==================== fp_mul_seq_arb_flat
<file path="src/rtl/fp_mul_seq_arb_if.sv">
// ----------------------------------------------------------------------------
// fp_mul_seq_arb_if
// Bundles the two requester channels and the response channel of the
// shared binary32 multiplier front end.
//
// Handshake rule (applies to every channel): a transfer happens on a rising
// clock edge where valid and ready are both high. The producer keeps valid
// and its payload stable until that edge. reqN_ready is combinational and
// may only be high in the idle state. rsp_valid stays high, with stable
// payload, until the edge where rsp_ready is also high.
//
// Signals:
//   req0_valid/req0_ready/req0_a/req0_b   requester 0 operand pair
//   req1_valid/req1_ready/req1_a/req1_b   requester 1 operand pair
//   rsp_valid/rsp_ready                   result handshake
//   rsp_id                                requester that owns the result
//   rsp_out                               binary32 product (0 when flagged)
//   rsp_overflow/rsp_underflow            exponent range flags
// Modports: master = requesters + consumer, slave = multiplier.
// ----------------------------------------------------------------------------
interface fp_mul_seq_arb_if;
  logic        req0_valid;
  logic        req0_ready;
  logic [31:0] req0_a;
  logic [31:0] req0_b;
  logic        req1_valid;
  logic        req1_ready;
  logic [31:0] req1_a;
  logic [31:0] req1_b;
  logic        rsp_valid;
  logic        rsp_ready;
  logic        rsp_id;
  logic [31:0] rsp_out;
  logic        rsp_overflow;
  logic        rsp_underflow;

  modport master (
    output req0_valid, req0_a, req0_b,
    output req1_valid, req1_a, req1_b,
    output rsp_ready,
    input  req0_ready, req1_ready,
    input  rsp_valid, rsp_id, rsp_out, rsp_overflow, rsp_underflow
  );

  modport slave (
    input  req0_valid, req0_a, req0_b,
    input  req1_valid, req1_a, req1_b,
    input  rsp_ready,
    output req0_ready, req1_ready,
    output rsp_valid, rsp_id, rsp_out, rsp_overflow, rsp_underflow
  );
endinterface

</file>
<file path="src/rtl/fp_mul_seq_arb.sv">
// ----------------------------------------------------------------------------
// fp_mul_seq_arb
// Two-requester round-robin front end and sequencer for a binary32
// multiplier. The mantissa product is built by a shift-add loop that runs
// one iteration per clock (N_ITER iterations), then normalised, packed,
// range-flagged (truncation, no rounding) and returned with the id of the
// requester that won arbitration.
//
// Ports:
//   clk        rising-edge clock
//   rst        asynchronous reset, active high
//   bus        fp_mul_seq_arb_if.slave (request and response channels)
//   busy       high whenever the FSM is not in IDLE
//   dbg_state  current FSM state (0 IDLE, 1 ITER, 2 NORM, 3 DONE)
//
// Optional feature macro: FP_MUL_ZERO_EN
//   When defined, an operand with exponent field 0 bypasses the iteration
//   loop and the result is a signed zero with both flags clear. When
//   undefined, such operands take the full path like any other value.
// ----------------------------------------------------------------------------
module fp_mul_seq_arb #(
  parameter int N_ITER   = 24,
  parameter int EXP_BIAS = 127
) (
  input  logic               clk,
  input  logic               rst,
  fp_mul_seq_arb_if.slave    bus,
  output logic               busy,
  output logic [1:0]         dbg_state
);

  typedef enum logic [1:0] {
    IDLE = 2'd0,
    ITER = 2'd1,
    NORM = 2'd2,
    DONE = 2'd3
  } state_t;

  state_t      state_q;
  logic        rr_q;          // 0: requester 0 wins a tie, 1: requester 1
  logic        id_q;
  logic        sign_q;
  logic [8:0]  ea_q;
  logic [8:0]  eb_q;
  logic [23:0] a_man_q;       // A mantissa with hidden 1
  logic [48:0] acc_q;         // upper half: partial product, lower: B mantissa
  logic [4:0]  cnt_q;
  logic        zero_q;
  logic        rsp_valid_q;
  logic        rsp_id_q;
  logic [31:0] rsp_out_q;
  logic        rsp_ovf_q;
  logic        rsp_unf_q;

  // Arbitration
  logic        grant0;
  logic        grant1;
  logic [31:0] a_sel;
  logic [31:0] b_sel;
  logic        zero_op;

  assign grant0 = bus.req0_valid & (~bus.req1_valid | ~rr_q);
  assign grant1 = bus.req1_valid & (~bus.req0_valid |  rr_q);
  assign a_sel  = grant1 ? bus.req1_a : bus.req0_a;
  assign b_sel  = grant1 ? bus.req1_b : bus.req0_b;

  assign bus.req0_ready = (state_q == IDLE) & grant0;
  assign bus.req1_ready = (state_q == IDLE) & grant1;

`ifdef FP_MUL_ZERO_EN
  assign zero_op = (a_sel[30:23] == 8'd0) | (b_sel[30:23] == 8'd0);
`else
  assign zero_op = 1'b0;
`endif

  // One shift-add step. The partial product never exceeds 25 bits, so the
  // sum fits in the 49-bit accumulator without a carry out.
  logic [48:0] a_shift;
  logic [48:0] acc_sum;
  logic [48:0] acc_d;

  assign a_shift = {1'b0, a_man_q, 24'd0};
  assign acc_sum = acc_q + a_shift;
  assign acc_d   = acc_q[0] ? (acc_sum >> 1) : (acc_q >> 1);

  // Normalise and pack. ex is kept in 9 bits so that wrap-around below
  // zero shows up as ex[8:7] == 2'b11 and overflow as 2'b10 or 255.
  logic [47:0] prod;
  logic [8:0]  ex_raw;
  logic [8:0]  ex_d;
  logic [22:0] frac_d;
  logic        ovf_d;
  logic        unf_d;

  assign prod   = acc_q[47:0];
  assign ex_raw = ea_q + eb_q - 9'(EXP_BIAS);
  assign ex_d   = prod[47] ? ex_raw + 9'd1 : ex_raw;
  assign frac_d = prod[47] ? prod[46:24] : prod[45:23];
  assign ovf_d  = (ex_d == 9'd255) | (ex_d[8:7] == 2'b10);
  assign unf_d  = ~ovf_d & (ex_d[8:7] == 2'b11);

  always_ff @(posedge clk or posedge rst) begin
    if (rst) begin
      state_q     <= IDLE;
      rr_q        <= 1'b0;
      id_q        <= 1'b0;
      sign_q      <= 1'b0;
      ea_q        <= '0;
      eb_q        <= '0;
      a_man_q     <= '0;
      acc_q       <= '0;
      cnt_q       <= '0;
      zero_q      <= 1'b0;
      rsp_valid_q <= 1'b0;
      rsp_id_q    <= 1'b0;
      rsp_out_q   <= '0;
      rsp_ovf_q   <= 1'b0;
      rsp_unf_q   <= 1'b0;
    end else begin
      case (state_q)
        IDLE: begin
          if (grant0 | grant1) begin
            rr_q    <= grant0;
            id_q    <= grant1;
            sign_q  <= a_sel[31] ^ b_sel[31];
            ea_q    <= {1'b0, a_sel[30:23]};
            eb_q    <= {1'b0, b_sel[30:23]};
            a_man_q <= {1'b1, a_sel[22:0]};
            acc_q   <= {25'd0, 1'b1, b_sel[22:0]};
            cnt_q   <= 5'(N_ITER);
            zero_q  <= zero_op;
            state_q <= zero_op ? NORM : ITER;
          end
        end
        ITER: begin
          acc_q <= acc_d;
          cnt_q <= cnt_q - 5'd1;
          if (cnt_q == 5'd1) state_q <= NORM;
        end
        NORM: begin
          rsp_valid_q <= 1'b1;
          rsp_id_q    <= id_q;
          if (zero_q) begin
            rsp_out_q <= {sign_q, 31'd0};
            rsp_ovf_q <= 1'b0;
            rsp_unf_q <= 1'b0;
          end else begin
            rsp_out_q <= (ovf_d | unf_d) ? 32'd0 : {sign_q, ex_d[7:0], frac_d};
            rsp_ovf_q <= ovf_d;
            rsp_unf_q <= unf_d;
          end
          state_q <= DONE;
        end
        DONE: begin
          if (bus.rsp_ready) begin
            rsp_valid_q <= 1'b0;
            state_q     <= IDLE;
          end
        end
        default: state_q <= IDLE;
      endcase
    end
  end

  assign bus.rsp_valid     = rsp_valid_q;
  assign bus.rsp_id        = rsp_id_q;
  assign bus.rsp_out       = rsp_out_q;
  assign bus.rsp_overflow  = rsp_ovf_q;
  assign bus.rsp_underflow = rsp_unf_q;
  assign busy              = (state_q != IDLE);
  assign dbg_state         = state_q;

endmodule

</file>
<file path="src/flat_wrapper.sv">
// flat-port wrapper written by rule: the top's interface ports become plain ports
module fp_mul_seq_arb_flat 
#(
  parameter int N_ITER   = 24,
  parameter int EXP_BIAS = 127
)
  (clk, rst, busy, dbg_state, bus_req0_valid, bus_req0_a, bus_req0_b, bus_req1_valid, bus_req1_a, bus_req1_b, bus_rsp_ready, bus_req0_ready, bus_req1_ready, bus_rsp_valid, bus_rsp_id, bus_rsp_out, bus_rsp_overflow, bus_rsp_underflow);
  fp_mul_seq_arb_if bus_i ();
  input  logic clk;
  input  logic rst;
  output logic busy;
  output logic [1:0] dbg_state;
  input wire logic [$bits(bus_i.req0_valid)-1:0] bus_req0_valid;
  input wire logic [$bits(bus_i.req0_a)-1:0] bus_req0_a;
  input wire logic [$bits(bus_i.req0_b)-1:0] bus_req0_b;
  input wire logic [$bits(bus_i.req1_valid)-1:0] bus_req1_valid;
  input wire logic [$bits(bus_i.req1_a)-1:0] bus_req1_a;
  input wire logic [$bits(bus_i.req1_b)-1:0] bus_req1_b;
  input wire logic [$bits(bus_i.rsp_ready)-1:0] bus_rsp_ready;
  output wire logic [$bits(bus_i.req0_ready)-1:0] bus_req0_ready;
  output wire logic [$bits(bus_i.req1_ready)-1:0] bus_req1_ready;
  output wire logic [$bits(bus_i.rsp_valid)-1:0] bus_rsp_valid;
  output wire logic [$bits(bus_i.rsp_id)-1:0] bus_rsp_id;
  output wire logic [$bits(bus_i.rsp_out)-1:0] bus_rsp_out;
  output wire logic [$bits(bus_i.rsp_overflow)-1:0] bus_rsp_overflow;
  output wire logic [$bits(bus_i.rsp_underflow)-1:0] bus_rsp_underflow;
  assign bus_i.req0_valid = bus_req0_valid;
  assign bus_i.req0_a = bus_req0_a;
  assign bus_i.req0_b = bus_req0_b;
  assign bus_i.req1_valid = bus_req1_valid;
  assign bus_i.req1_a = bus_req1_a;
  assign bus_i.req1_b = bus_req1_b;
  assign bus_i.rsp_ready = bus_rsp_ready;
  assign bus_req0_ready = bus_i.req0_ready;
  assign bus_req1_ready = bus_i.req1_ready;
  assign bus_rsp_valid = bus_i.rsp_valid;
  assign bus_rsp_id = bus_i.rsp_id;
  assign bus_rsp_out = bus_i.rsp_out;
  assign bus_rsp_overflow = bus_i.rsp_overflow;
  assign bus_rsp_underflow = bus_i.rsp_underflow;
  fp_mul_seq_arb #(.N_ITER(N_ITER), .EXP_BIAS(EXP_BIAS)) u_core (.clk(clk), .rst(rst), .bus(bus_i), .busy(busy), .dbg_state(dbg_state));
endmodule
</file>
<file path="config.mk">
export PLATFORM = sky130hd
export DESIGN_NAME = fp_mul_seq_arb_flat
export DESIGN_NICKNAME = d
export VERILOG_FILES = /design/src/rtl/fp_mul_seq_arb_if.sv /design/src/rtl/fp_mul_seq_arb.sv /design/src/flat_wrapper.sv
export SDC_FILE = /design/constraint.sdc
export NUM_CORES = 1
export LEC_CHECK = 0
export ABC_AREA = 1
export CAP_MARGIN = 20
export CORE_MARGIN = 2
export CORE_UTILIZATION = 45
export DETAILED_ROUTE_END_ITERATION = 16
export GPL_TIMING_DRIVEN = 0
export PLACE_DENSITY_LB_ADDON = 0.15
export SLEW_MARGIN = 20
export SYNTH_ARGS = -nofsm -noshare
export SYNTH_HDL_FRONTEND = slang
export SYNTH_SLANG_ARGS = --single-unit
export TNS_END_PERCENT = 5
</file>
<file path="constraint.sdc">
create_clock -name clk -period 3.8 [get_ports clk]
set_clock_uncertainty 0.1 [all_clocks]
set_input_delay 0.38 -clock clk [delete_from_list [all_inputs] [get_ports clk]]
set_output_delay 0.38 -clock clk [all_outputs]
set_load 0.05 [all_outputs]
</file>
==> metrics.yaml <==
global_routing:
  grt_usage_pct: 24.2
  overflow: 0
place:
  pre_cts_slack_ps: 545
  portBuffers: 173
  placed_cells: 1501
synthesis:
  synthCells: 1090
  yosys_area_sq_um: 8590
final_timing:
  finalHoldViolCount: 0
floorplan:
  core_sq_um: 18700
  std_cell_rows: 50
final_layout:
  largest_reg_flops: 48
  area_growth_pct: 31.3
critical_path:
  cpMaxStageDelayCell: "clkdlybuf4s50_1"
  critPathLaunchType: "primary input"
detailed_routing:
  drtPass1Iterations: 5
clock_network:
  clock_sinks: 134
flow_run:
  cap_violations: 0
outcome:
  status: "finished clean"
pwr:
  peakVddDrop_v: 0.000340
-- cells by family after synthesis --
group	after synthesis	synth area share [%]
muxes	60	7.06
xor gates and xnor gates	9	0.917
DFF	134	39.0
and+or+nand+nor	363	17.6
adders and majority gates	48	7.16
buffers and inverters	159	7.49
AOI/OAI and AO/OA	317	20.7
-- per-layer routing --
| metal | track usage (%) | vias to the layer above | wire, microns |
|---|---|---|---|
| met4 | 7.11 | 0 | 456 |
| met5 | 0 | - | 0 |
| li1 | - | 4074 | - |
| met1 | 32.5 | 3748 | 11000 |
| met3 | 4.48 | 30 | 1420 |
| met2 | 40.2 | 270 | 11100 |
-- report_power, final --
| part | switching [mW] | internal (mW) |
|---|---|---|
| logic | 3.98 | 2.14 |
| clock network | 0.662 | 0.967 |
| registers | 0.400 | 2.03 |
-- cell type report --
type	instances	area [sq um]
buffer	48	226
clock buffer	17	425
clock inverter	15	155
fill	1761	7420
inverter	111	420
multi-input combinational	797	4600
sequential	134	3350
tap	234	293
timing repair buffer	177	1810
-- critical path: cells and delay by family --
kind | cells | cell delay, ps
buffers and inverters | 5 | 1930
AND-OR/OR-AND | 1 | 310
AND/OR/NAND/NOR | 1 | 100
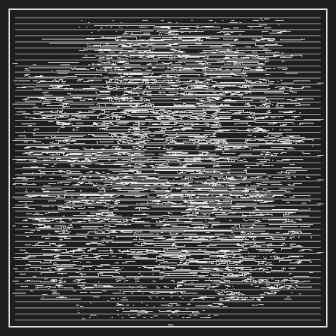
fp_mul_seq_arb_flat/met1.png
Supply wires on this layer in grey.
The layer carries 11000 microns of wire. The layer holds 46% of the routed length. The wires run mostly horizontal.
vias post-DR: 8122
grt met1 use: 32.5%

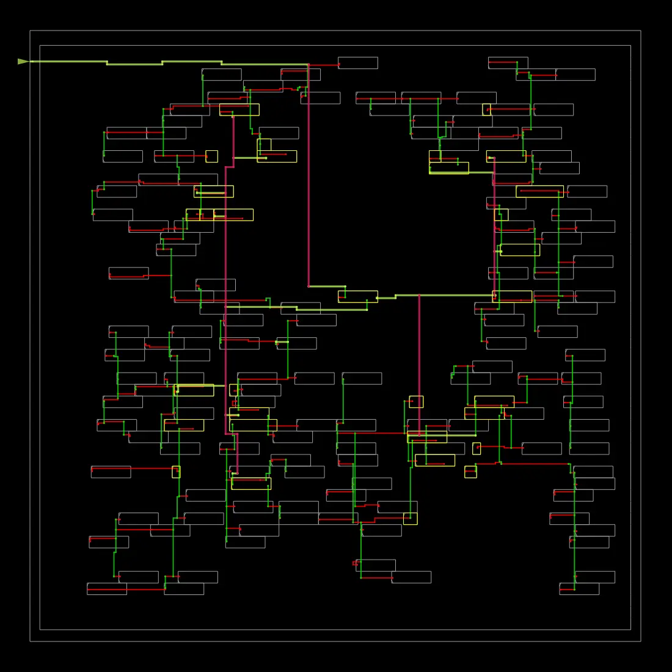
fp_mul_seq_arb_flat/final_clocks.png
P_clk: 1.63 mW
clk_buf instances: 17

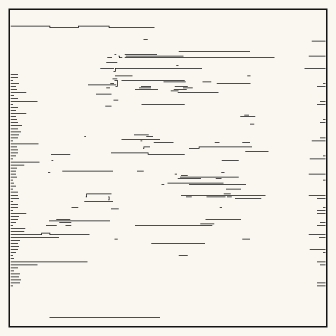
fp_mul_seq_arb_flat/met3.png
168 nets have wire on it. The wires run mostly horizontal. The layer holds 5.9% of the routed length. The longest straight run is 67.2 microns. The layer carries 1420 microns of wire.
WL final: 24000 microns
M3 GR Usage: 4.48%


==================== dcache_wr_serializer
File: config.mk
export PLATFORM = sky130hd
export DESIGN_NAME = dcache_wr_serializer
export DESIGN_NICKNAME = d
export VERILOG_FILES = /design/src/rtl/dcache_wr_serializer.sv
export SDC_FILE = /design/constraint.sdc
export NUM_CORES = 1
export LEC_CHECK = 0
export ABC_AREA = 1
export CAP_MARGIN = 20
export CORE_ASPECT_RATIO = 0.8
export CORE_MARGIN = 2
export CORE_UTILIZATION = 40
export CTS_CLUSTER_DIAMETER = 30
export DETAILED_ROUTE_END_ITERATION = 16
export PLACE_DENSITY = 0.85
export SYNTH_ARGS = -nofsm -noshare
export SYNTH_HDL_FRONTEND = slang
export SYNTH_SLANG_ARGS = --single-unit
File: constraint.sdc
create_clock -name clk_i -period 1.17 [get_ports clk_i]
set_clock_uncertainty 0.15 [all_clocks]
set_input_delay 0.234 -clock clk_i [delete_from_list [all_inputs] [get_ports clk_i]]
set_output_delay 0.234 -clock clk_i [all_outputs]
set_load 0.03 [all_outputs]
File: src/rtl/dcache_wr_serializer.sv
// dcache_wr_serializer: splits one wide dcache write word into narrow AXI W
// beats (lowest beat first), then waits for the B response and reports
// completion and error status with a one-cycle pulse.
//
// state     | meaning
// ----------+-------------------------------------------------------------
// ST_IDLE   | ready for a new write word; req_ready_o high
// ST_SEND   | presenting beats on W; shift registers advance per handshake
// ST_WAIT_B | burst complete; b_ready high until the write response arrives
module dcache_wr_serializer #(
    parameter int DATA_W = 16,
    parameter int BEAT_W = 8
) (
    input  logic                clk_i,
    input  logic                rst_ni,
    input  logic                req_valid_i,
    output logic                req_ready_o,
    input  logic [DATA_W-1:0]   req_data_i,
    input  logic [DATA_W/8-1:0] req_strb_i,
    output logic                axi_wr_valid_o,
    input  logic                axi_wr_ready_i,
    output logic [BEAT_W-1:0]   axi_wr_data_o,
    output logic [BEAT_W/8-1:0] axi_wr_strb_o,
    output logic                axi_wr_last_o,
    input  logic                axi_b_valid_i,
    output logic                axi_b_ready_o,
    input  logic [1:0]          axi_b_resp_i,
    output logic                done_valid_o,
    output logic                done_err_o
);

    localparam int NUM_BEATS = DATA_W / BEAT_W;
    localparam int STRB_W    = DATA_W / 8;
    localparam int BSTRB_W   = BEAT_W / 8;
    localparam int CNT_W     = (NUM_BEATS > 1) ? $clog2(NUM_BEATS) : 1;
    localparam logic [CNT_W-1:0] LAST_IDX = CNT_W'(NUM_BEATS - 1);

    typedef enum logic [1:0] {
        ST_IDLE   = 2'd0,
        ST_SEND   = 2'd1,
        ST_WAIT_B = 2'd2
    } state_t;

    state_t              state_q, state_d;
    logic [DATA_W-1:0]   data_q, data_d;
    logic [STRB_W-1:0]   strb_q, strb_d;
    logic [CNT_W-1:0]    cnt_q, cnt_d;
    logic                done_valid_q, done_valid_d;
    logic                done_err_q, done_err_d;

    logic [DATA_W-1:0]   data_shift;
    logic [STRB_W-1:0]   strb_shift;
    logic                beat_last;

    // Only resp[1] distinguishes error classes that matter to the controller.
    logic                unused_resp_bit0;
    assign unused_resp_bit0 = axi_b_resp_i[0];

    // Shift right by one beat with zero fill; a single-beat word has nothing
    // left after its only beat.
    generate
        if (NUM_BEATS > 1) begin : g_multi
            assign data_shift = {{BEAT_W{1'b0}}, data_q[DATA_W-1:BEAT_W]};
            assign strb_shift = {{BSTRB_W{1'b0}}, strb_q[STRB_W-1:BSTRB_W]};
        end else begin : g_single
            assign data_shift = '0;
            assign strb_shift = '0;
        end
    endgenerate

    assign beat_last = (cnt_q == LAST_IDX);

    // Outputs are decoded from registered state only, never from W ready.
    assign req_ready_o    = (state_q == ST_IDLE);
    assign axi_wr_valid_o = (state_q == ST_SEND);
    assign axi_wr_data_o  = data_q[BEAT_W-1:0];
    assign axi_wr_strb_o  = strb_q[BSTRB_W-1:0];
    assign axi_wr_last_o  = (state_q == ST_SEND) && beat_last;
    assign axi_b_ready_o  = (state_q == ST_WAIT_B);
    assign done_valid_o   = done_valid_q;
    assign done_err_o     = done_err_q;

    // Next-state logic: accept, shift beats out on W handshakes, take B.
    always_comb begin
        state_d      = state_q;
        data_d       = data_q;
        strb_d       = strb_q;
        cnt_d        = cnt_q;
        done_valid_d = 1'b0;
        done_err_d   = 1'b0;
        case (state_q)
            ST_IDLE: begin
                if (req_valid_i) begin
                    data_d  = req_data_i;
                    strb_d  = req_strb_i;
                    cnt_d   = '0;
                    state_d = ST_SEND;
                end
            end
            ST_SEND: begin
                if (axi_wr_ready_i) begin
                    data_d = data_shift;
                    strb_d = strb_shift;
                    if (beat_last) begin
                        // Counter stays at the last index so it never wraps.
                        state_d = ST_WAIT_B;
                    end else begin
                        cnt_d = cnt_q + CNT_W'(1);
                    end
                end
            end
            ST_WAIT_B: begin
                if (axi_b_valid_i) begin
                    done_valid_d = 1'b1;
                    done_err_d   = axi_b_resp_i[1];
                    state_d      = ST_IDLE;
                end
            end
            default: state_d = ST_IDLE;
        endcase
    end

    // FSM and datapath registers; reset aborts any burst without a done pulse.
    always_ff @(posedge clk_i or negedge rst_ni) begin
        if (!rst_ni) begin
            state_q      <= ST_IDLE;
            data_q       <= '0;
            strb_q       <= '0;
            cnt_q        <= '0;
            done_valid_q <= 1'b0;
            done_err_q   <= 1'b0;
        end else begin
            state_q      <= state_d;
            data_q       <= data_d;
            strb_q       <= strb_d;
            cnt_q        <= cnt_d;
            done_valid_q <= done_valid_d;
            done_err_q   <= done_err_d;
        end
    end

endmodule

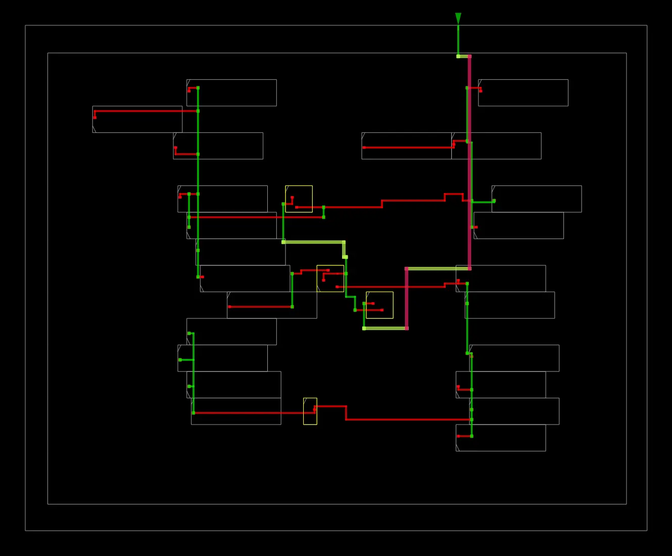
dcache_wr_serializer/final_clocks.png
P_clk: 0.377 mW
CTS Sinks: 23
clk_buf instances: 4
flip-flops: 23
clock insertion delay at the later pin of the skew report: 310 ps

==> metrics.yaml <==
outcome:
  status: "finished with violations"
  violations: "setup timing"
detailed_routing:
  totalWireLength_microns: 4400
  vias_per_cell: 5.28
  drtPass1Iterations: 4
  drtAntennaViolNets: 0
  drc: 0
synthesis:
  ys_seq_share_pct: 50.4
  async_flop_share_pct: 100
  aoi_share_pct: 0.986
  mux_share_pct: 0
  common_cells: "nand2_1, nand3_1, dfrtp_1"
  topCombFamilyByArea: "simple AND/OR/NAND/NOR gates"
  simple_gate_share_pct: 36.1
  syn_area_per_cell_sq_um: 8.10
  yosys_area_sq_um: 1140
  synth_top_cell_by_count: "nand2_1"
pwr:
  power.internal_mw: 3.08
  pwr-share-comb_pct: 68.4
  p_per_area_nw_per_um2: 2860
  swShare_pct: 46.4
  power_frac_clock_pct: 6.6
  peakVddDrop_v: 0.00111
critical_path:
  critPathLaunch: "state_q[0]"
  worstPathArrival_ps: 1240
  r2r_cells: 7
  critPathLaunchType: "flop"
  cp-endpoint: "axi_b_ready_o"
  timing.rr.start: "state_q[0]"
  path_max_fanout: 4
  cpMaxStageDelayCell: "dfrtp_2"
global_routing:
  overflow: 0
  grt_max_degree: 24
final_timing:
  fmax_mhz: 614
  hold_ws_ps: 92.6
  setup_viol: 38
  setup_ws_ps: -458
flow_run:
  warnings: 30
final_layout:
  nNetsFinal: 234
  largest_class: "buffers"
  seqCellArea_sq_um: 577
  area_growth_pct: 75.7
  n_fill_cell: 173
place:
  placed_area_sq_um: 1530
  dpl.hpwl_microns: 1830
floorplan:
  fp_util_pct: 41.6
  io-pin-count: 40
  tapCellCount: 38
clock_network:
  post-cts-setup-buffers: 18
  clkTransAtPathRegs_ps: 130
hold_path:
  holdCritPathClass: "in2async"
[routing by layer]
metal	global-route usage (%)	wire (microns)	vias up
met5	0	0	-
met1	31.6	1780	609
met2	42.8	2090	88
li1	-	-	586
met4	4.71	147	0
met3	1.30	374	17
[through the flow]
| step | setup TNS, ps | std cells |
|---|---|---|
| after CTS | -6900 | 238 |
| final | -9770 | 246 |
| after global placement | -6620 | 213 |
| after global routing | -10640 | 246 |
| after detailed placement | -7220 | 213 |
| after floorplan | -2420 | 141 |
[state kept, by name, summed over array words and instances, names as in the netlist]
signal        count
done_valid_o      1
state_q           2
done_err_o        1
data_q           16
strb_q            2
beat_last         1
[cells in the final DEF (no fill, tap or decap), drive strengths merged]
| master | count |
|---|---|
| buf | 50 |
| clkbuf | 4 |
| clkdlybuf4s50 | 23 |
| clkinvlp | 1 |
| dfrtp | 23 |
| inv | 7 |
| nand2 | 63 |
| nand3 | 31 |
| nor2 | 4 |
| o21ai | 1 |
| o22ai | 1 |
[power groups by stage]
stage               logic (mW)  clock network [mW]  registers (mW)
detailed placement        2.29                   0            1.39
floorplan                 1.73                   0            1.38
finish                    3.93               0.377            1.44
global placement          2.23                   0            1.38
CTS                       3.17               0.359            1.39
global route              4.11               0.385            1.47

==================== tlb_plru_asid
**src/rtl/tlb_plru_asid.sv**
```systemverilog
// Fully-associative Sv32 TLB with ASID/global matching, tree-PLRU replacement
// and single-cycle SFENCE.VMA flush. Lookups respond one cycle later.
module tlb_plru_asid #(
  parameter int ENTRIES = 32,
  parameter int ASID_W  = 9
) (
  input  logic              clk,
  input  logic              rst,
  input  logic              lookup_valid_i,
  output logic              lookup_ready_o,
  input  logic [31:0]       vaddr_i,
  input  logic [ASID_W-1:0] asid_i,
  output logic              resp_valid_o,
  output logic              hit_o,
  output logic [33:0]       paddr_o,
  output logic [6:0]        perm_o,
  output logic              is_superpage_o,
  input  logic              fill_req_i,
  input  logic [19:0]       fill_vpn_i,
  input  logic [ASID_W-1:0] fill_asid_i,
  input  logic [21:0]       fill_ppn_i,
  input  logic [6:0]        fill_perm_i,
  input  logic              fill_superpage_i,
  input  logic              flush_req_i,
  input  logic              flush_use_vpn_i,
  input  logic              flush_use_asid_i,
  input  logic [19:0]       flush_vpn_i,
  input  logic [ASID_W-1:0] flush_asid_i
);

  localparam int IDX_W = $clog2(ENTRIES);
  localparam int NODES = ENTRIES - 1;

  logic [ENTRIES-1:0] r_valid;
  logic [19:0]        r_vpn   [ENTRIES];
  logic [ASID_W-1:0]  r_asid  [ENTRIES];
  logic [21:0]        r_ppn   [ENTRIES];
  logic [6:0]         r_perm  [ENTRIES];
  logic               r_super [ENTRIES];
  logic [NODES-1:0]   r_plru;

  logic [ENTRIES-1:0] w_lk_match;
  logic [ENTRIES-1:0] w_fl_match;
  logic               w_hit;
  logic [IDX_W-1:0]   w_hit_idx;
  logic               w_has_inv;
  logic [IDX_W-1:0]   w_inv_idx;
  logic [IDX_W-1:0]   w_plru_vic;
  logic [IDX_W-1:0]   w_fill_idx;
  logic               w_lk_acc;
  logic               w_fill_en;
  logic [33:0]        w_paddr;

  // Handshake: a lookup is accepted in any cycle where lookup_valid_i && lookup_ready_o;
  // the response strobe follows exactly one cycle later and cannot be stalled.
  assign lookup_ready_o = !flush_req_i;
  assign w_lk_acc       = lookup_valid_i && lookup_ready_o;
  assign w_fill_en      = fill_req_i && !flush_req_i;

  // Mark every node on idx's path so that it points at the other half.
  function automatic logic [NODES-1:0] plru_touch(input logic [NODES-1:0] cur,
                                                  input logic [IDX_W-1:0] idx);
    int   node;
    logic b;
    plru_touch = cur;
    node = 0;
    for (int l = 0; l < IDX_W; l++) begin
      b = idx[IDX_W-1-l];
      plru_touch[node] = ~b;
      node = 2 * node + 1 + int'(b);
    end
  endfunction

  always_comb begin
    w_lk_match = '0;
    w_fl_match = '0;
    for (int i = 0; i < ENTRIES; i++) begin
      w_lk_match[i] = r_valid[i]
                   && (r_perm[i][4] || (r_asid[i] == asid_i))
                   && (r_vpn[i][19:10] == vaddr_i[31:22])
                   && (r_super[i] || (r_vpn[i][9:0] == vaddr_i[21:12]));
      w_fl_match[i] = (!flush_use_vpn_i
                       || ((r_vpn[i][19:10] == flush_vpn_i[19:10])
                           && (r_super[i] || (r_vpn[i][9:0] == flush_vpn_i[9:0]))))
                   && (!flush_use_asid_i
                       || ((r_asid[i] == flush_asid_i) && !r_perm[i][4]));
    end
  end

  // Descending scans leave the lowest qualifying index as the winner.
  always_comb begin
    w_hit     = 1'b0;
    w_hit_idx = '0;
    w_has_inv = 1'b0;
    w_inv_idx = '0;
    for (int i = ENTRIES - 1; i >= 0; i--) begin
      if (w_lk_match[i]) begin
        w_hit     = 1'b1;
        w_hit_idx = IDX_W'(i);
      end
      if (!r_valid[i]) begin
        w_has_inv = 1'b1;
        w_inv_idx = IDX_W'(i);
      end
    end
  end

  always_comb begin
    int   node;
    logic b;
    w_plru_vic = '0;
    node = 0;
    for (int l = 0; l < IDX_W; l++) begin
      b = r_plru[node];
      w_plru_vic[IDX_W-1-l] = b;
      node = 2 * node + 1 + int'(b);
    end
  end

  assign w_fill_idx = w_has_inv ? w_inv_idx : w_plru_vic;

  always_comb begin
    if (r_super[w_hit_idx])
      w_paddr = {r_ppn[w_hit_idx][21:10], vaddr_i[21:0]};
    else
      w_paddr = {r_ppn[w_hit_idx], vaddr_i[11:0]};
  end

  always_ff @(posedge clk or posedge rst) begin
    if (rst) begin
      r_valid        <= '0;
      r_plru         <= '0;
      resp_valid_o   <= 1'b0;
      hit_o          <= 1'b0;
      paddr_o        <= '0;
      perm_o         <= '0;
      is_superpage_o <= 1'b0;
    end else begin
      resp_valid_o <= w_lk_acc;
      if (w_lk_acc) begin
        hit_o          <= w_hit;
        paddr_o        <= w_hit ? w_paddr : '0;
        perm_o         <= w_hit ? r_perm[w_hit_idx] : '0;
        is_superpage_o <= w_hit && r_super[w_hit_idx];
      end
      // Flush beats fill beats lookup-hit for valid and PLRU updates.
      if (flush_req_i) begin
        r_valid <= r_valid & ~w_fl_match;
      end else if (fill_req_i) begin
        r_valid[w_fill_idx] <= 1'b1;
        r_plru              <= plru_touch(r_plru, w_fill_idx);
      end else if (w_lk_acc && w_hit) begin
        r_plru <= plru_touch(r_plru, w_hit_idx);
      end
    end
  end

  always_ff @(posedge clk) begin
    if (w_fill_en) begin
      r_vpn[w_fill_idx]   <= fill_vpn_i;
      r_asid[w_fill_idx]  <= fill_asid_i;
      r_ppn[w_fill_idx]   <= fill_ppn_i;
      r_perm[w_fill_idx]  <= fill_perm_i;
      r_super[w_fill_idx] <= fill_superpage_i;
    end
  end

endmodule

```
**config.mk**
```make
export PLATFORM = sky130hd
export DESIGN_NAME = tlb_plru_asid
export DESIGN_NICKNAME = d
export VERILOG_FILES = /design/src/rtl/tlb_plru_asid.sv
export SDC_FILE = /design/constraint.sdc
export NUM_CORES = 2
export LEC_CHECK = 0
export CAP_MARGIN = 30
export CORE_MARGIN = 4
export CORE_UTILIZATION = 45
export DETAILED_ROUTE_END_ITERATION = 8
export PLACE_DENSITY = 0.68
export REMOVE_ABC_BUFFERS = 1
export SKIP_CTS_REPAIR_TIMING = 1
export SYNTH_ARGS = -nofsm -noshare
export SYNTH_HDL_FRONTEND = slang
export SYNTH_SLANG_ARGS = --single-unit
```
**constraint.sdc**
```tcl
create_clock -name clk -period 14.75 [get_ports clk]
set_clock_uncertainty 0.2 [all_clocks]
set_input_delay 1.475 -clock clk [delete_from_list [all_inputs] [get_ports clk]]
set_output_delay 1.475 -clock clk [all_outputs]
set_load 0.05 [all_outputs]
```
==> metrics.yaml <==
global_routing:
  use_met3_pct: 7.27
  grt_antenna_before_repair: 26
critical_path:
  slowest_delay_ps: 930
  worstPathArrival_ps: 9320
  ff2ff_setup_slack_ps: 5990
  required_ps: 15300
  worst_path_dominant_cell_family: "AND-OR/OR-AND gates"
  crit_cells: 21
final_timing:
  maxSlewViolCount: 0
pwr:
  peakVddDrop_v: 0.000136
final_layout:
  nNetsFinal: 8061
  largest_reg_flops: 704
floorplan:
  die_h_microns: 479
  io-pin-count: 181
synthesis:
  common_cells: "edfxtp_1, xor2_1, xnor2_1"
outcome:
  status: "finished clean"
-- cell type report --
cell class	count	area (sq um)	area share, %
flip-flops and latches	1995	59400	52.8
multi-input cells	5217	38200	34.0
clock buffers	266	5570	4.96
repair buffers	433	3900	3.47
well taps	2958	3700	3.29
clock inverters	127	1450	1.29
inverters	43	166	0.148
diodes	10	25.0	0.0223
-- through the flow --
step | total power [mW] | instances | instance area, sq um | utilization [%]
final | 13.0 | 11049 | 112000 | 51.0
after global routing | 13.3 | 11040 | 112000 | 51.0
after CTS | 13.0 | 11014 | 112000 | 50.9
after detailed placement | 7.69 | 10621 | 105000 | 47.7
after global placement | 7.65 | 10587 | 104000 | 47.4
after floorplan | 7.07 | 7255 | 97300 | -
-- cells by family (layout without fill, tap and decap cells) --
family,Yosys count,in the layout,synth area share [%]
flip-flops,1995,1995,59.5
XOR/XNOR,1870,1870,16.4
AND/OR/NAND/NOR,1768,1768,9.28
AND-OR/OR-AND,1198,1198,8.07
buffers and inverters,525,869,2.71
multiplexers,354,354,3.72
adder cells (fa/ha/maj),27,27,0.338
other,0,10,0
-- layer usage --
layer	vias up	share of wire [%]
li1	29330	-
met1	35412	38
met2	4424	45
met3	1015	11
met4	16	5.4
met5	-	0.037
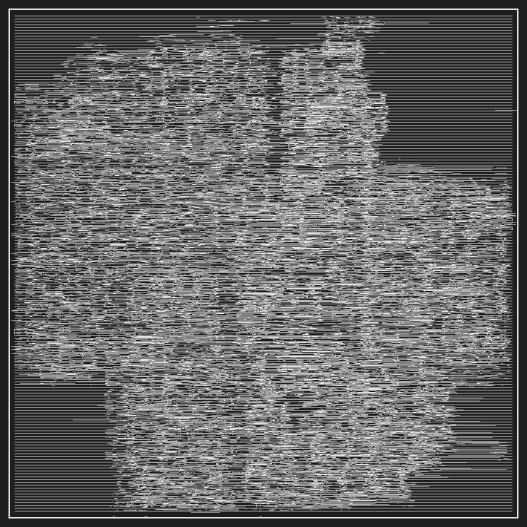
tlb_plru_asid/met1.png
Supply wires on this layer in grey.
The longest straight run is 117 microns. The wires run mostly horizontal. The layer carries 136 mm of wire. 7640 nets have wire on it. The layer holds 38% of the routed length.
WL final: 353000 microns
vias post-DR: 70197


==================== decode_stage
decode_stage/met1.png
Supply wires on this layer in grey.
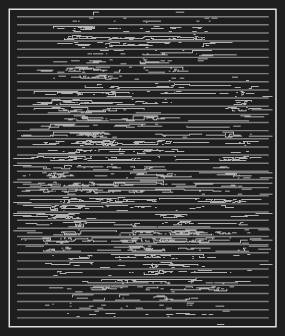
decode_stage/met2.png
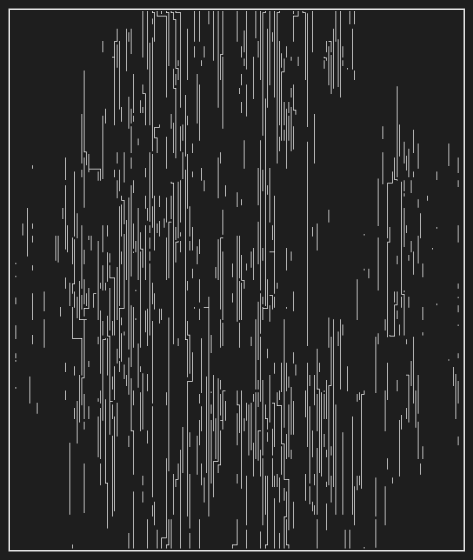
File: src/rtl/decode_stage.sv
// decode_stage: registered valid/ready instruction-decode stage with per-warp
// SYNC barrier and EXIT tracking.
//
// Instruction layout (DATA_WIDTH bits):
//   [DW-1:DW-3] opcode   000 R, 001 I, 010 M, 011 C, 100 P, 101 F, 11x undefined
//   [DW-4]      predicate bit (passed through as pred)
//   [13:10]     funct4   (funct3 = [12:10] for C-type)
// ALU op codes: ADD=0 MUL=1 SLLI=2 SUB=3 DIV=4 AND=5 OR=6 XOR=7 SEQ=8 SLT=9 SRL=10
// FALU op codes: FADD=0 FSUB=1 FMUL=2 FDIV=3 FMIN=4 FMAX=5
// C-type funct3: 000 jump, 001 branch, 010 call, 011 ret, 110 sync, 111 exit
//
// Ports:
//   clk, rst                 clock, synchronous active-high reset
//   in_valid/in_ready        upstream handshake; instr + in_warp
//   out_valid/out_ready      downstream handshake; out_warp, out_instr, control bundle
//   ALUctrl..pred, ImmSrc, Jump, illegal_instr   decoded control bundle
//   warp_stall               per-warp stall (waiting at barrier or exited)
//   sync_release             high during the cycle the barrier opens
//   all_done                 sticky once every warp has exited

// One warp's barrier bookkeeping: a wait bit cleared on release and a
// sticky exit bit. A set arriving in the release cycle wins over the clear.
module decode_warp_slot (
  input  logic clk,
  input  logic rst,
  input  logic set_wait,
  input  logic set_exit,
  input  logic clr_wait,
  output logic wait_q,
  output logic exit_q
);
  always_ff @(posedge clk) begin
    if (rst) begin
      wait_q <= 1'b0;
      exit_q <= 1'b0;
    end else begin
      wait_q <= (wait_q & ~clr_wait) | set_wait;
      exit_q <= exit_q | set_exit;
    end
  end
endmodule

module decode_stage #(
  parameter int DATA_WIDTH = 32,
  parameter int NUM_WARPS  = 4,
  parameter int WARP_W     = (NUM_WARPS > 1) ? $clog2(NUM_WARPS) : 1,
  parameter int FLOAT_EN   = 1
) (
  input  logic                  clk,
  input  logic                  rst,
  input  logic                  in_valid,
  output logic                  in_ready,
  input  logic [DATA_WIDTH-1:0] instr,
  input  logic [WARP_W-1:0]     in_warp,
  output logic                  out_valid,
  input  logic                  out_ready,
  output logic [WARP_W-1:0]     out_warp,
  output logic [DATA_WIDTH-1:0] out_instr,
  output logic [3:0]            ALUctrl,
  output logic                  ALUsrc,
  output logic                  branch,
  output logic                  RegWrite,
  output logic                  ResultSrc,
  output logic                  WD3Src,
  output logic                  WDME,
  output logic                  exit,
  output logic                  floating,
  output logic                  pred,
  output logic [2:0]            ImmSrc,
  output logic [1:0]            Jump,
  output logic                  illegal_instr,
  output logic [NUM_WARPS-1:0]  warp_stall,
  output logic                  sync_release,
  output logic                  all_done
);

  localparam logic [2:0] OP_R = 3'd0, OP_I = 3'd1, OP_M = 3'd2, OP_C = 3'd3,
                         OP_P = 3'd4, OP_F = 3'd5;
  localparam logic [3:0] ALU_ADD = 4'd0, ALU_SEQ = 4'd8, ALU_LAST = 4'd10;
  localparam logic [3:0] FALU_ADD = 4'd0, FALU_LAST = 4'd5;

  typedef struct packed {
    logic [3:0] alu;
    logic       alusrc;
    logic       branch;
    logic       regwrite;
    logic       resultsrc;
    logic       wd3src;
    logic       wdme;
    logic       exit_f;
    logic       floating;
    logic       pred;
    logic [2:0] imm;
    logic [1:0] jump;
    logic       illegal;
  } ctrl_t;

  logic [2:0]           opc;
  logic [3:0]           f4;
  logic [2:0]           f3;
  logic                 warp_ok, stale, accept;
  logic                 is_sync, is_exit;
  ctrl_t                dec, bun;
  logic [NUM_WARPS-1:0] wait_mask, exit_mask, set_wait, set_exit;

  assign opc = instr[DATA_WIDTH-1 -: 3];
  assign f4  = instr[13:10];
  assign f3  = instr[12:10];

  assign in_ready = !out_valid || out_ready;
  assign accept   = in_valid && in_ready;

  // Warp IDs past NUM_WARPS only exist for non-power-of-two warp counts.
  assign warp_ok = 32'(in_warp) < NUM_WARPS;
  assign stale   = warp_ok && warp_stall[in_warp];

  always_comb begin
    dec      = '0;
    dec.alu  = ALU_ADD;
    dec.pred = instr[DATA_WIDTH-4];
    is_sync  = 1'b0;
    is_exit  = 1'b0;
    case (opc)
      OP_R: begin
        dec.regwrite = 1'b1;
        dec.alu      = (f4 <= ALU_LAST) ? f4 : ALU_ADD;
      end
      OP_I: begin
        dec.regwrite = 1'b1;
        dec.alusrc   = 1'b1;
        dec.imm      = 3'd0;
        // ALU codes were chosen so the supported I-type funct4 values map 1:1.
        case (f4)
          4'b0000, 4'b0001, 4'b0010, 4'b0100: dec.alu = f4;
          default:                            dec.alu = ALU_ADD;
        endcase
      end
      OP_M: begin
        if (f4 == 4'b0000) begin
          dec.regwrite  = 1'b1;
          dec.alusrc    = 1'b1;
          dec.imm       = 3'd1;
          dec.resultsrc = 1'b1;
        end else if (f4 == 4'b0001) begin
          dec.wdme = 1'b1;
          dec.imm  = 3'd2;
        end
      end
      OP_C: begin
        case (f3)
          3'b000: begin
            dec.imm      = 3'd3;
            dec.alusrc   = 1'b1;
            dec.regwrite = 1'b1;
            dec.jump     = 2'b10;
            dec.wd3src   = 1'b1;
          end
          3'b001: begin
            dec.alu    = ALU_SEQ;
            dec.branch = 1'b1;
            dec.imm    = 3'd3;
          end
          3'b010: begin
            dec.imm      = 3'd4;
            dec.jump     = 2'b10;
            dec.wd3src   = 1'b1;
            dec.regwrite = 1'b1;
          end
          3'b011: begin
            dec.alusrc = 1'b1;
            dec.jump   = 2'b11;
          end
          3'b110: is_sync = 1'b1;
          3'b111: begin
            dec.exit_f = 1'b1;
            is_exit    = 1'b1;
          end
          default: ;
        endcase
      end
      OP_P: begin
        dec.imm      = 3'd5;
        dec.alusrc   = 1'b1;
        dec.regwrite = 1'b1;
      end
      OP_F: begin
        if (FLOAT_EN != 0) begin
          dec.floating = 1'b1;
          dec.regwrite = 1'b1;
          dec.alu      = (f4 <= FALU_LAST) ? f4 : FALU_ADD;
        end else begin
          dec.illegal = 1'b1;
        end
      end
      default: dec.illegal = 1'b1;
    endcase
    // Issue from a stalled or nonexistent warp: squash to an illegal bundle
    // and keep it away from the barrier masks.
    if (!warp_ok || stale) begin
      dec         = '0;
      dec.pred    = instr[DATA_WIDTH-4];
      dec.illegal = 1'b1;
      is_sync     = 1'b0;
      is_exit     = 1'b0;
    end
  end

  // Barrier opens when someone is waiting and every warp is waiting or gone.
  assign sync_release = (|wait_mask) && (&(wait_mask | exit_mask));
  assign warp_stall   = wait_mask | exit_mask;

  for (genvar w = 0; w < NUM_WARPS; w++) begin : g_warp
    assign set_wait[w] = accept && is_sync && (in_warp == WARP_W'(w));
    assign set_exit[w] = accept && is_exit && (in_warp == WARP_W'(w));
    decode_warp_slot u_slot (
      .clk      (clk),
      .rst      (rst),
      .set_wait (set_wait[w]),
      .set_exit (set_exit[w]),
      .clr_wait (sync_release),
      .wait_q   (wait_mask[w]),
      .exit_q   (exit_mask[w])
    );
  end

  // Rises together with the final exit bit, then sticks until reset.
  always_ff @(posedge clk) begin
    if (rst)                           all_done <= 1'b0;
    else if (&(exit_mask | set_exit))  all_done <= 1'b1;
  end

  always_ff @(posedge clk) begin
    if (rst) begin
      out_valid <= 1'b0;
      out_warp  <= '0;
      out_instr <= '0;
      bun       <= '0;
    end else if (in_ready) begin
      out_valid <= in_valid;
      if (in_valid) begin
        out_warp  <= in_warp;
        out_instr <= instr;
        bun       <= dec;
      end
    end
  end

  assign ALUctrl       = bun.alu;
  assign ALUsrc        = bun.alusrc;
  assign branch        = bun.branch;
  assign RegWrite      = bun.regwrite;
  assign ResultSrc     = bun.resultsrc;
  assign WD3Src        = bun.wd3src;
  assign WDME          = bun.wdme;
  assign exit          = bun.exit_f;
  assign floating      = bun.floating;
  assign pred          = bun.pred;
  assign ImmSrc        = bun.imm;
  assign Jump          = bun.jump;
  assign illegal_instr = bun.illegal;

endmodule

File: config.mk
export PLATFORM = sky130hd
export DESIGN_NAME = decode_stage
export DESIGN_NICKNAME = d
export VERILOG_FILES = /design/src/rtl/decode_stage.sv
export SDC_FILE = /design/constraint.sdc
export NUM_CORES = 1
export LEC_CHECK = 0
export CORE_ASPECT_RATIO = 1.2
export CORE_MARGIN = 2
export CORE_UTILIZATION = 30
export DETAILED_ROUTE_END_ITERATION = 6
export SETUP_SLACK_MARGIN = 0.2
export SLEW_MARGIN = 20
export SYNTH_ARGS = -nofsm -noshare
export SYNTH_HDL_FRONTEND = slang
export SYNTH_SLANG_ARGS = --single-unit
File: constraint.sdc
create_clock -name clk -period 1.7 [get_ports clk]
set_input_delay 0.34 -clock clk [delete_from_list [all_inputs] [get_ports clk]]
set_output_delay 0.34 -clock clk [all_outputs]
set_load 0.01 [all_outputs]
==> metrics.yaml <==
clock_network:
  hold_buffers: 0
detailed_routing:
  wl_per_cell_microns: 13.4
pwr:
  pwr-share-comb_pct: 15.7
  p_leak_nw: 1.97
  p_per_area_nw_per_um2: 806
synthesis:
  yosys_area_sq_um: 2580
  synthCells: 313
global_routing:
  grt_busiest_layer: "met2"
  grt_pass1_wl_microns: 12800
  grt_pass1_vias: 2726
final_layout:
  area_growth_pct: 69.3
critical_path:
  crit_cells: 6
final_timing:
  period_used_pct: 97.7
  maxSlewViolCount: 0
outcome:
  status: "finished clean"
floorplan:
  dieArea_sq_um: 9360
hold_path:
  hold_end: "out_warp[0]"
Notes on decode_stage/met1.png above:
447 nets have wire on it. The wires run mostly horizontal. The longest straight run is 31.5 microns. The layer holds 44% of the routed length.
vias post-DR: 2707
WL final: 7710 microns
grt met1 use: 21.7%

Notes on decode_stage/met2.png above:
The layer carries 3830 microns of wire. The longest straight run is 42.8 microns. The wires run mostly vertical. The layer holds 50% of the routed length.
M2 GR Usage: 28.5%

Yosys cell counts, types with 2 or more instances:
library cell,instances
a211oi_1,4
a21oi_1,47
a22oi_1,11
a32oi_1,2
a41o_1,2
and2b_2,2
and3_1,2
and4_4,2
buf_2,3
clkbuf_1,19
dfxtp_1,62
inv_1,3
nand2_1,78
nand2b_1,2
nand4_1,3
nor2_1,22
nor2b_1,4
nor3_1,2
nor3b_1,2
nor4_1,2
nor4b_1,3
o211ai_1,2
o21ai_0,3
or2_2,5
registers in the layout, indices dropped and copies added (netlist names), 2 cells and up:
signal and cells:
g_warp.u_slot.exit_q 4, g_warp.u_slot.wait_q 4, out_instr 32, out_warp 2, ImmSrc 3, ALUctrl 4, Jump 2
worst max path at each step:
stage	slack, ps	end	startpoint
2_1_floorplan	130	all_done	in_warp[1]
5_1_grt	-30	floating	g_warp[3].u_slot.wait_q
6_report	40	all_done	g_warp[0].u_slot.wait_q
3_5_place_dp	-610	ALUctrl[1]	in_warp[1]
4_1_cts	40	all_done	g_warp[0].u_slot.wait_q
3_3_place_gp	-570	all_done	in_warp[0]

==================== mbi5153_cmd_tx
mbi5153_cmd_tx/met1.png
Supply wires on this layer in grey.
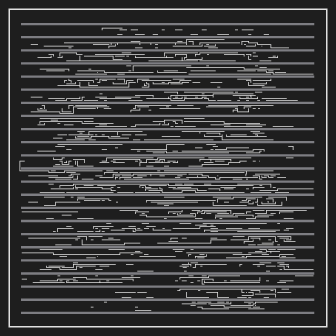
mbi5153_cmd_tx/met2.png
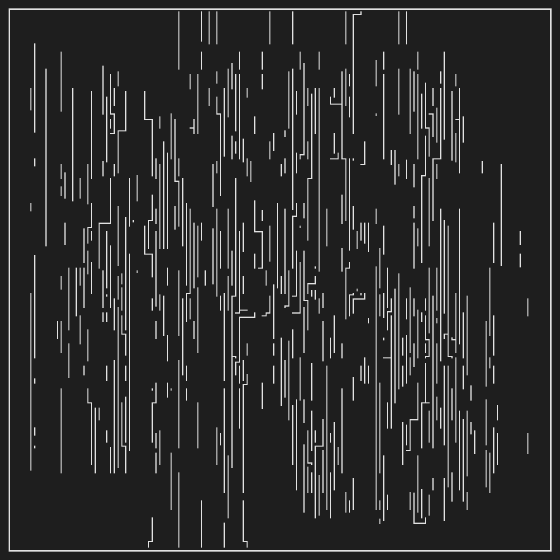
mbi5153_cmd_tx/met3.png
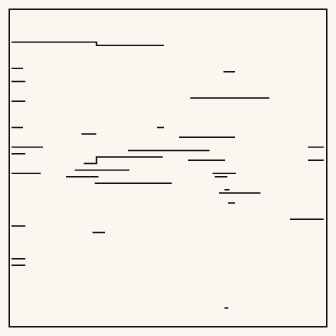
$ cat config.mk
export PLATFORM = sky130hd
export DESIGN_NAME = mbi5153_cmd_tx
export DESIGN_NICKNAME = d
export VERILOG_FILES = /design/src/rtl/mbi5153_cmd_tx.sv
export SDC_FILE = /design/constraint.sdc
export NUM_CORES = 1
export LEC_CHECK = 0
export CAP_MARGIN = 20
export CORE_MARGIN = 2
export CORE_UTILIZATION = 58
export CTS_CLUSTER_DIAMETER = 60
export CTS_CLUSTER_SIZE = 20
export DETAILED_ROUTE_END_ITERATION = 16
export PLACE_DENSITY = 0.83
export SETUP_SLACK_MARGIN = 0.4
export SLEW_MARGIN = 20
export SYNTH_ARGS = -nofsm -noshare
export SYNTH_HDL_FRONTEND = slang
export SYNTH_SLANG_ARGS = --single-unit
$ cat constraint.sdc
create_clock -name CLK -period 5.9 [get_ports CLK]
set_clock_uncertainty 0.15 [all_clocks]
set_input_delay 1.18 -clock CLK [delete_from_list [all_inputs] [get_ports CLK]]
set_output_delay 1.18 -clock CLK [all_outputs]
set_load 0.01 [all_outputs]
$ cat src/rtl/mbi5153_cmd_tx.sv
`timescale 1ns/1ps
// mbi5153_cmd_tx
// Serialises one 16-bit command word onto the MBI5153 SDI/DCLK/LE lines.
// A latched request from the upstream handshake FSM is accepted in IDLE and
// acknowledged with a one-cycle ACK. The word then shifts out MSB first, with
// LE high on the trailing CMD_LE DCLK clocks. A quiet gap follows, then a
// one-cycle DONE is returned.
// Ports:
//   CLK, RESET      : system clock, synchronous active-high reset
//   REQ             : request, held high until ACK
//   CMD_DATA        : word to shift (MSB first), sampled when REQ is accepted
//   CMD_LE          : number of trailing DCLK clocks with LE high (0..15)
//   ACK, DONE       : one-cycle pulses (accepted / finished)
//   BUSY            : high from the ACK cycle through the DONE cycle
//   DCLK, SDI, LE   : serial interface to the drivers
module mbi5153_cmd_tx #(
  parameter int unsigned DCLK_DIV = 2,
  parameter int unsigned DATA_W   = 16
) (
  input  logic              CLK,
  input  logic              RESET,
  input  logic              REQ,
  input  logic [DATA_W-1:0] CMD_DATA,
  input  logic [3:0]        CMD_LE,
  output logic              ACK,
  output logic              DONE,
  output logic              BUSY,
  output logic              DCLK,
  output logic              SDI,
  output logic              LE
);

  typedef enum logic [2:0] {
    IDLE     = 3'd0,
    SHIFT_LO = 3'd1,
    SHIFT_HI = 3'd2,
    GAP      = 3'd3,
    FIN      = 3'd4
  } state_t;

  localparam logic [8:0] DIV_M1 = 9'(DCLK_DIV - 1);
  localparam logic [8:0] GAP_M1 = 9'(2 * DCLK_DIV - 1);

  state_t            state;
  logic [8:0]        cnt;
  logic [3:0]        idx;
  logic [DATA_W-1:0] shreg;
  logic [3:0]        le_n;

  // LE is high for bit i when i >= DATA_W - CMD_LE (5-bit sum avoids wrap).
  function automatic logic le_on(input logic [3:0] i, input logic [3:0] n);
    return ({1'b0, i} + {1'b0, n}) >= 5'(DATA_W);
  endfunction

  always_ff @(posedge CLK) begin
    if (RESET) begin
      state <= IDLE;
      cnt   <= '0;
      idx   <= '0;
      shreg <= '0;
      le_n  <= '0;
      ACK   <= 1'b0;
      DONE  <= 1'b0;
      BUSY  <= 1'b0;
      DCLK  <= 1'b0;
      SDI   <= 1'b0;
      LE    <= 1'b0;
    end else begin
      ACK  <= 1'b0;
      DONE <= 1'b0;
      case (state)
        IDLE: begin
          if (REQ) begin
            // First bit is presented directly from the input; the shift
            // register keeps the remaining bits pre-shifted so its MSB is
            // always the next bit to send.
            shreg <= {CMD_DATA[DATA_W-2:0], 1'b0};
            le_n  <= CMD_LE;
            idx   <= '0;
            cnt   <= DIV_M1;
            ACK   <= 1'b1;
            BUSY  <= 1'b1;
            DCLK  <= 1'b0;
            SDI   <= CMD_DATA[DATA_W-1];
            LE    <= le_on(4'd0, CMD_LE);
            state <= SHIFT_LO;
          end
        end
        SHIFT_LO: begin
          if (cnt == '0) begin
            cnt   <= DIV_M1;
            DCLK  <= 1'b1;
            state <= SHIFT_HI;
          end else begin
            cnt <= cnt - 9'd1;
          end
        end
        SHIFT_HI: begin
          if (cnt == '0) begin
            DCLK <= 1'b0;
            if (idx != 4'(DATA_W - 1)) begin
              idx   <= idx + 4'd1;
              cnt   <= DIV_M1;
              SDI   <= shreg[DATA_W-1];
              shreg <= {shreg[DATA_W-2:0], 1'b0};
              LE    <= le_on(idx + 4'd1, le_n);
              state <= SHIFT_LO;
            end else begin
              cnt   <= GAP_M1;
              SDI   <= 1'b0;
              LE    <= 1'b0;
              state <= GAP;
            end
          end else begin
            cnt <= cnt - 9'd1;
          end
        end
        GAP: begin
          if (cnt == '0) begin
            DONE  <= 1'b1;
            state <= FIN;
          end else begin
            cnt <= cnt - 9'd1;
          end
        end
        FIN: begin
          BUSY  <= 1'b0;
          state <= IDLE;
        end
        default: begin
          BUSY  <= 1'b0;
          DCLK  <= 1'b0;
          SDI   <= 1'b0;
          LE    <= 1'b0;
          state <= IDLE;
        end
      endcase
    end
  end

endmodule

==> metrics.yaml <==
detailed_routing:
  vias_per_cell: 6.10
  first_iter_violations: 206
  drtPass1Iterations: 4
  drtAntennaViolNets: 0
  drc: 0
hold_path:
  holdCritPathClass: "reg2reg"
  hold_end: "shreg[7]"
  holdPathStages: 2
final_timing:
  tightestPinTransition_ps: 1040
  tns_ps: 0
  rsz0062_at_grt: "false"
  finalHoldViolCount: 0
  setup_viol: 0
  period_minus_slack_ps: 3230
  period_used_pct: 54.8
  setup_ws_ps: 2670
final_layout:
  logic_area_sq_um: 1250
  area_growth_pct: 17.3
  n_antenna_cell: 0
  final_cell_mix: "dfxtp_1, nand2_1, a21oi_1, clkdlybuf4s50_1, nor2_1"
  fin_area_sq_um: 2570
  stdcell_count: 314
  seqCellArea_sq_um: 821
  mostFrequentLayoutCell: "dfxtp_1"
critical_path:
  r2r_cells: 6
  crit_chain: "clkdlybuf4s50_1 > nor4b_2 > nor2_1 > a21oi_1 > a21oi_1"
  path_max_fanout: 8
  critPathLaunchType: "primary input"
  cp_common_cell: "a21oi_1"
  cpMaxStageDelayCell: "nor4b_2"
  critPathCaptureType: "flop"
  worstPathArrival_ps: 3240
  ff2ff_setup_slack_ps: 3060
floorplan:
  io-pin-count: 29
  die_h_microns: 65.5
  fp_util_pct: 60.3
  core_sq_um: 3630
  dieArea_sq_um: 4290
clock_network:
  clock-root-buffer: "clkbuf_8"
  post-cts-setup-buffers: 0
  clock_path_buffers: 2
  cts_resized: 0
  hold_buffers: 0
  cts_tree: "built"
global_routing:
  overflow: 0
  grt_pass1_vias: 1788
  grt_antenna_before_repair: 0
  grt_usage_pct: 23.6
place:
  pre_cts_slack_ps: 2400
  gp_congestion: 0.861
synthesis:
  adder_share_pct: 3.42
  synthesis.nets: 273
  ys_seq_share_pct: 37.4
  ys_cells: 244
  syn_area_per_cell_sq_um: 8.98
  ff_type: "dfxtp_1"
  yosys_area_sq_um: 2190
  synth_top_area_share_pct: 37.4
  ys_seq_elements: 41
  synth_area_sq_um: 2190
  xor_share_pct: 1.20
  enable_flop_cells: 0
  yosysTopAreaCell: "dfxtp_1"
  synth_top_cell_by_count: "dfxtp_1"
pwr:
  fin_total_pwr_mw: 1.07
flow_run:
  warnings: 27
  cap_violations: 0
outcome:
  status: "finished clean"
Notes on mbi5153_cmd_tx/met1.png above:
The layer holds 48% of the routed length. 267 nets have wire on it. The wires run mostly horizontal.
grt met1 use: 31.2%
vias post-DR: 1914
WL final: 4600 microns

Notes on mbi5153_cmd_tx/met2.png above:
243 nets have wire on it. The layer holds 46% of the routed length. The layer carries 2120 microns of wire. The wires run mostly vertical.
M2 GR Usage: 38.6%

Notes on mbi5153_cmd_tx/met3.png above:
The layer carries 203 microns of wire. The longest straight run is 17.5 microns. The layer holds 4.4% of the routed length. The wires run mostly horizontal.
M3 GR Usage: 4.62%

==> sequential cells by signal, summed over array words and instances (netlist names) <==
| signal | flops |
|---|---|
| SDI | 1 |
| DONE | 1 |
| LE | 1 |
| BUSY | 1 |
| ACK | 1 |
| le_n | 4 |
| idx | 4 |
| cnt | 9 |
| state | 3 |
| DCLK | 1 |
| shreg | 15 |
==> power breakdown <==
group	internal [mW]	switching (mW)	leakage, nW
registers	0.339	0.0553	0.337
clock network	0.138	0.0975	0.0574
logic	0.191	0.252	0.559
==> metal layers <==
layer	global-route usage, %	vias up	routed length [microns]
met5	0	-	0
met4	8.07	0	68
met3	4.62	7	203
met2	38.6	45	2120
met1	31.2	908	2210
li1	-	954	-
==> worst max-delay path by stage <==
stage	startpoint	cells after the start	to
after CTS	REQ	5	cnt[8]
after floorplan	REQ	4	cnt[2]
final	REQ	5	cnt[8]
after global placement	RESET	5	cnt[3]
after global routing	REQ	5	cnt[5]
after detailed placement	REQ	5	cnt[8]
==> final cells by class <==
type,instances,area share [%]
clock buffer,6,3.21
clock inverter,2,1.46
inverter,4,0.584
multi-input combinational,182,48.7
sequential,41,31.9
tap,48,2.34
timing repair buffer,31,11.8


==> gallery <==
Clock wiring as the flow saved it.
panel A
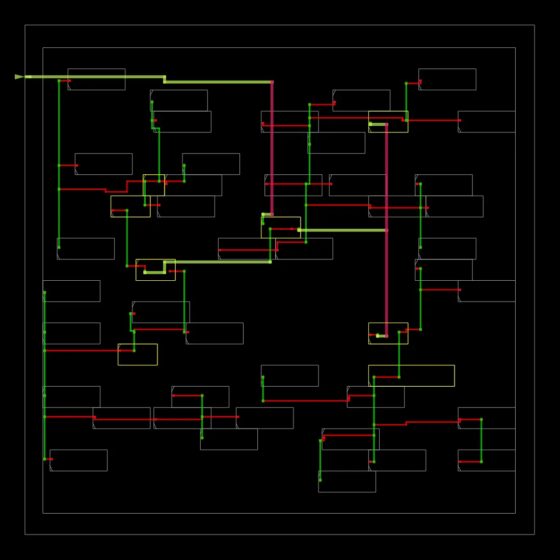
panel B
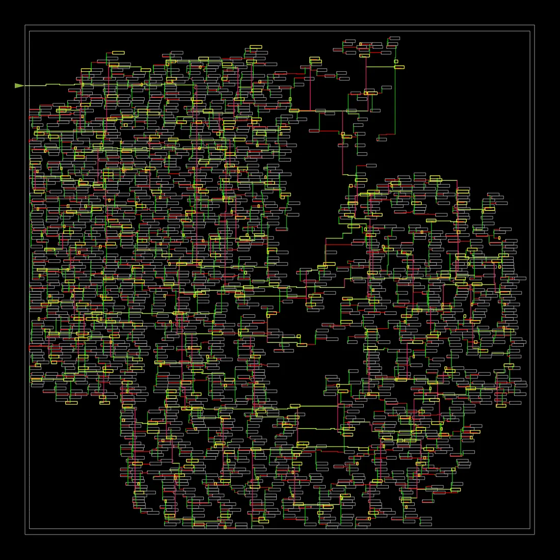
panel C
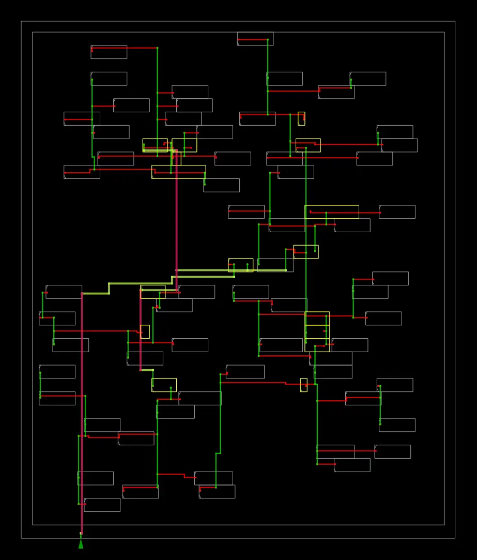
The one with the most clock buffers is panel B.
The one with the most sequential cells is panel B.
| picture | from |
|---|---|
| panel C | decode_stage |
| panel A | mbi5153_cmd_tx |
| panel B | tlb_plru_asid |

Power and IR drop assume default switching activity.
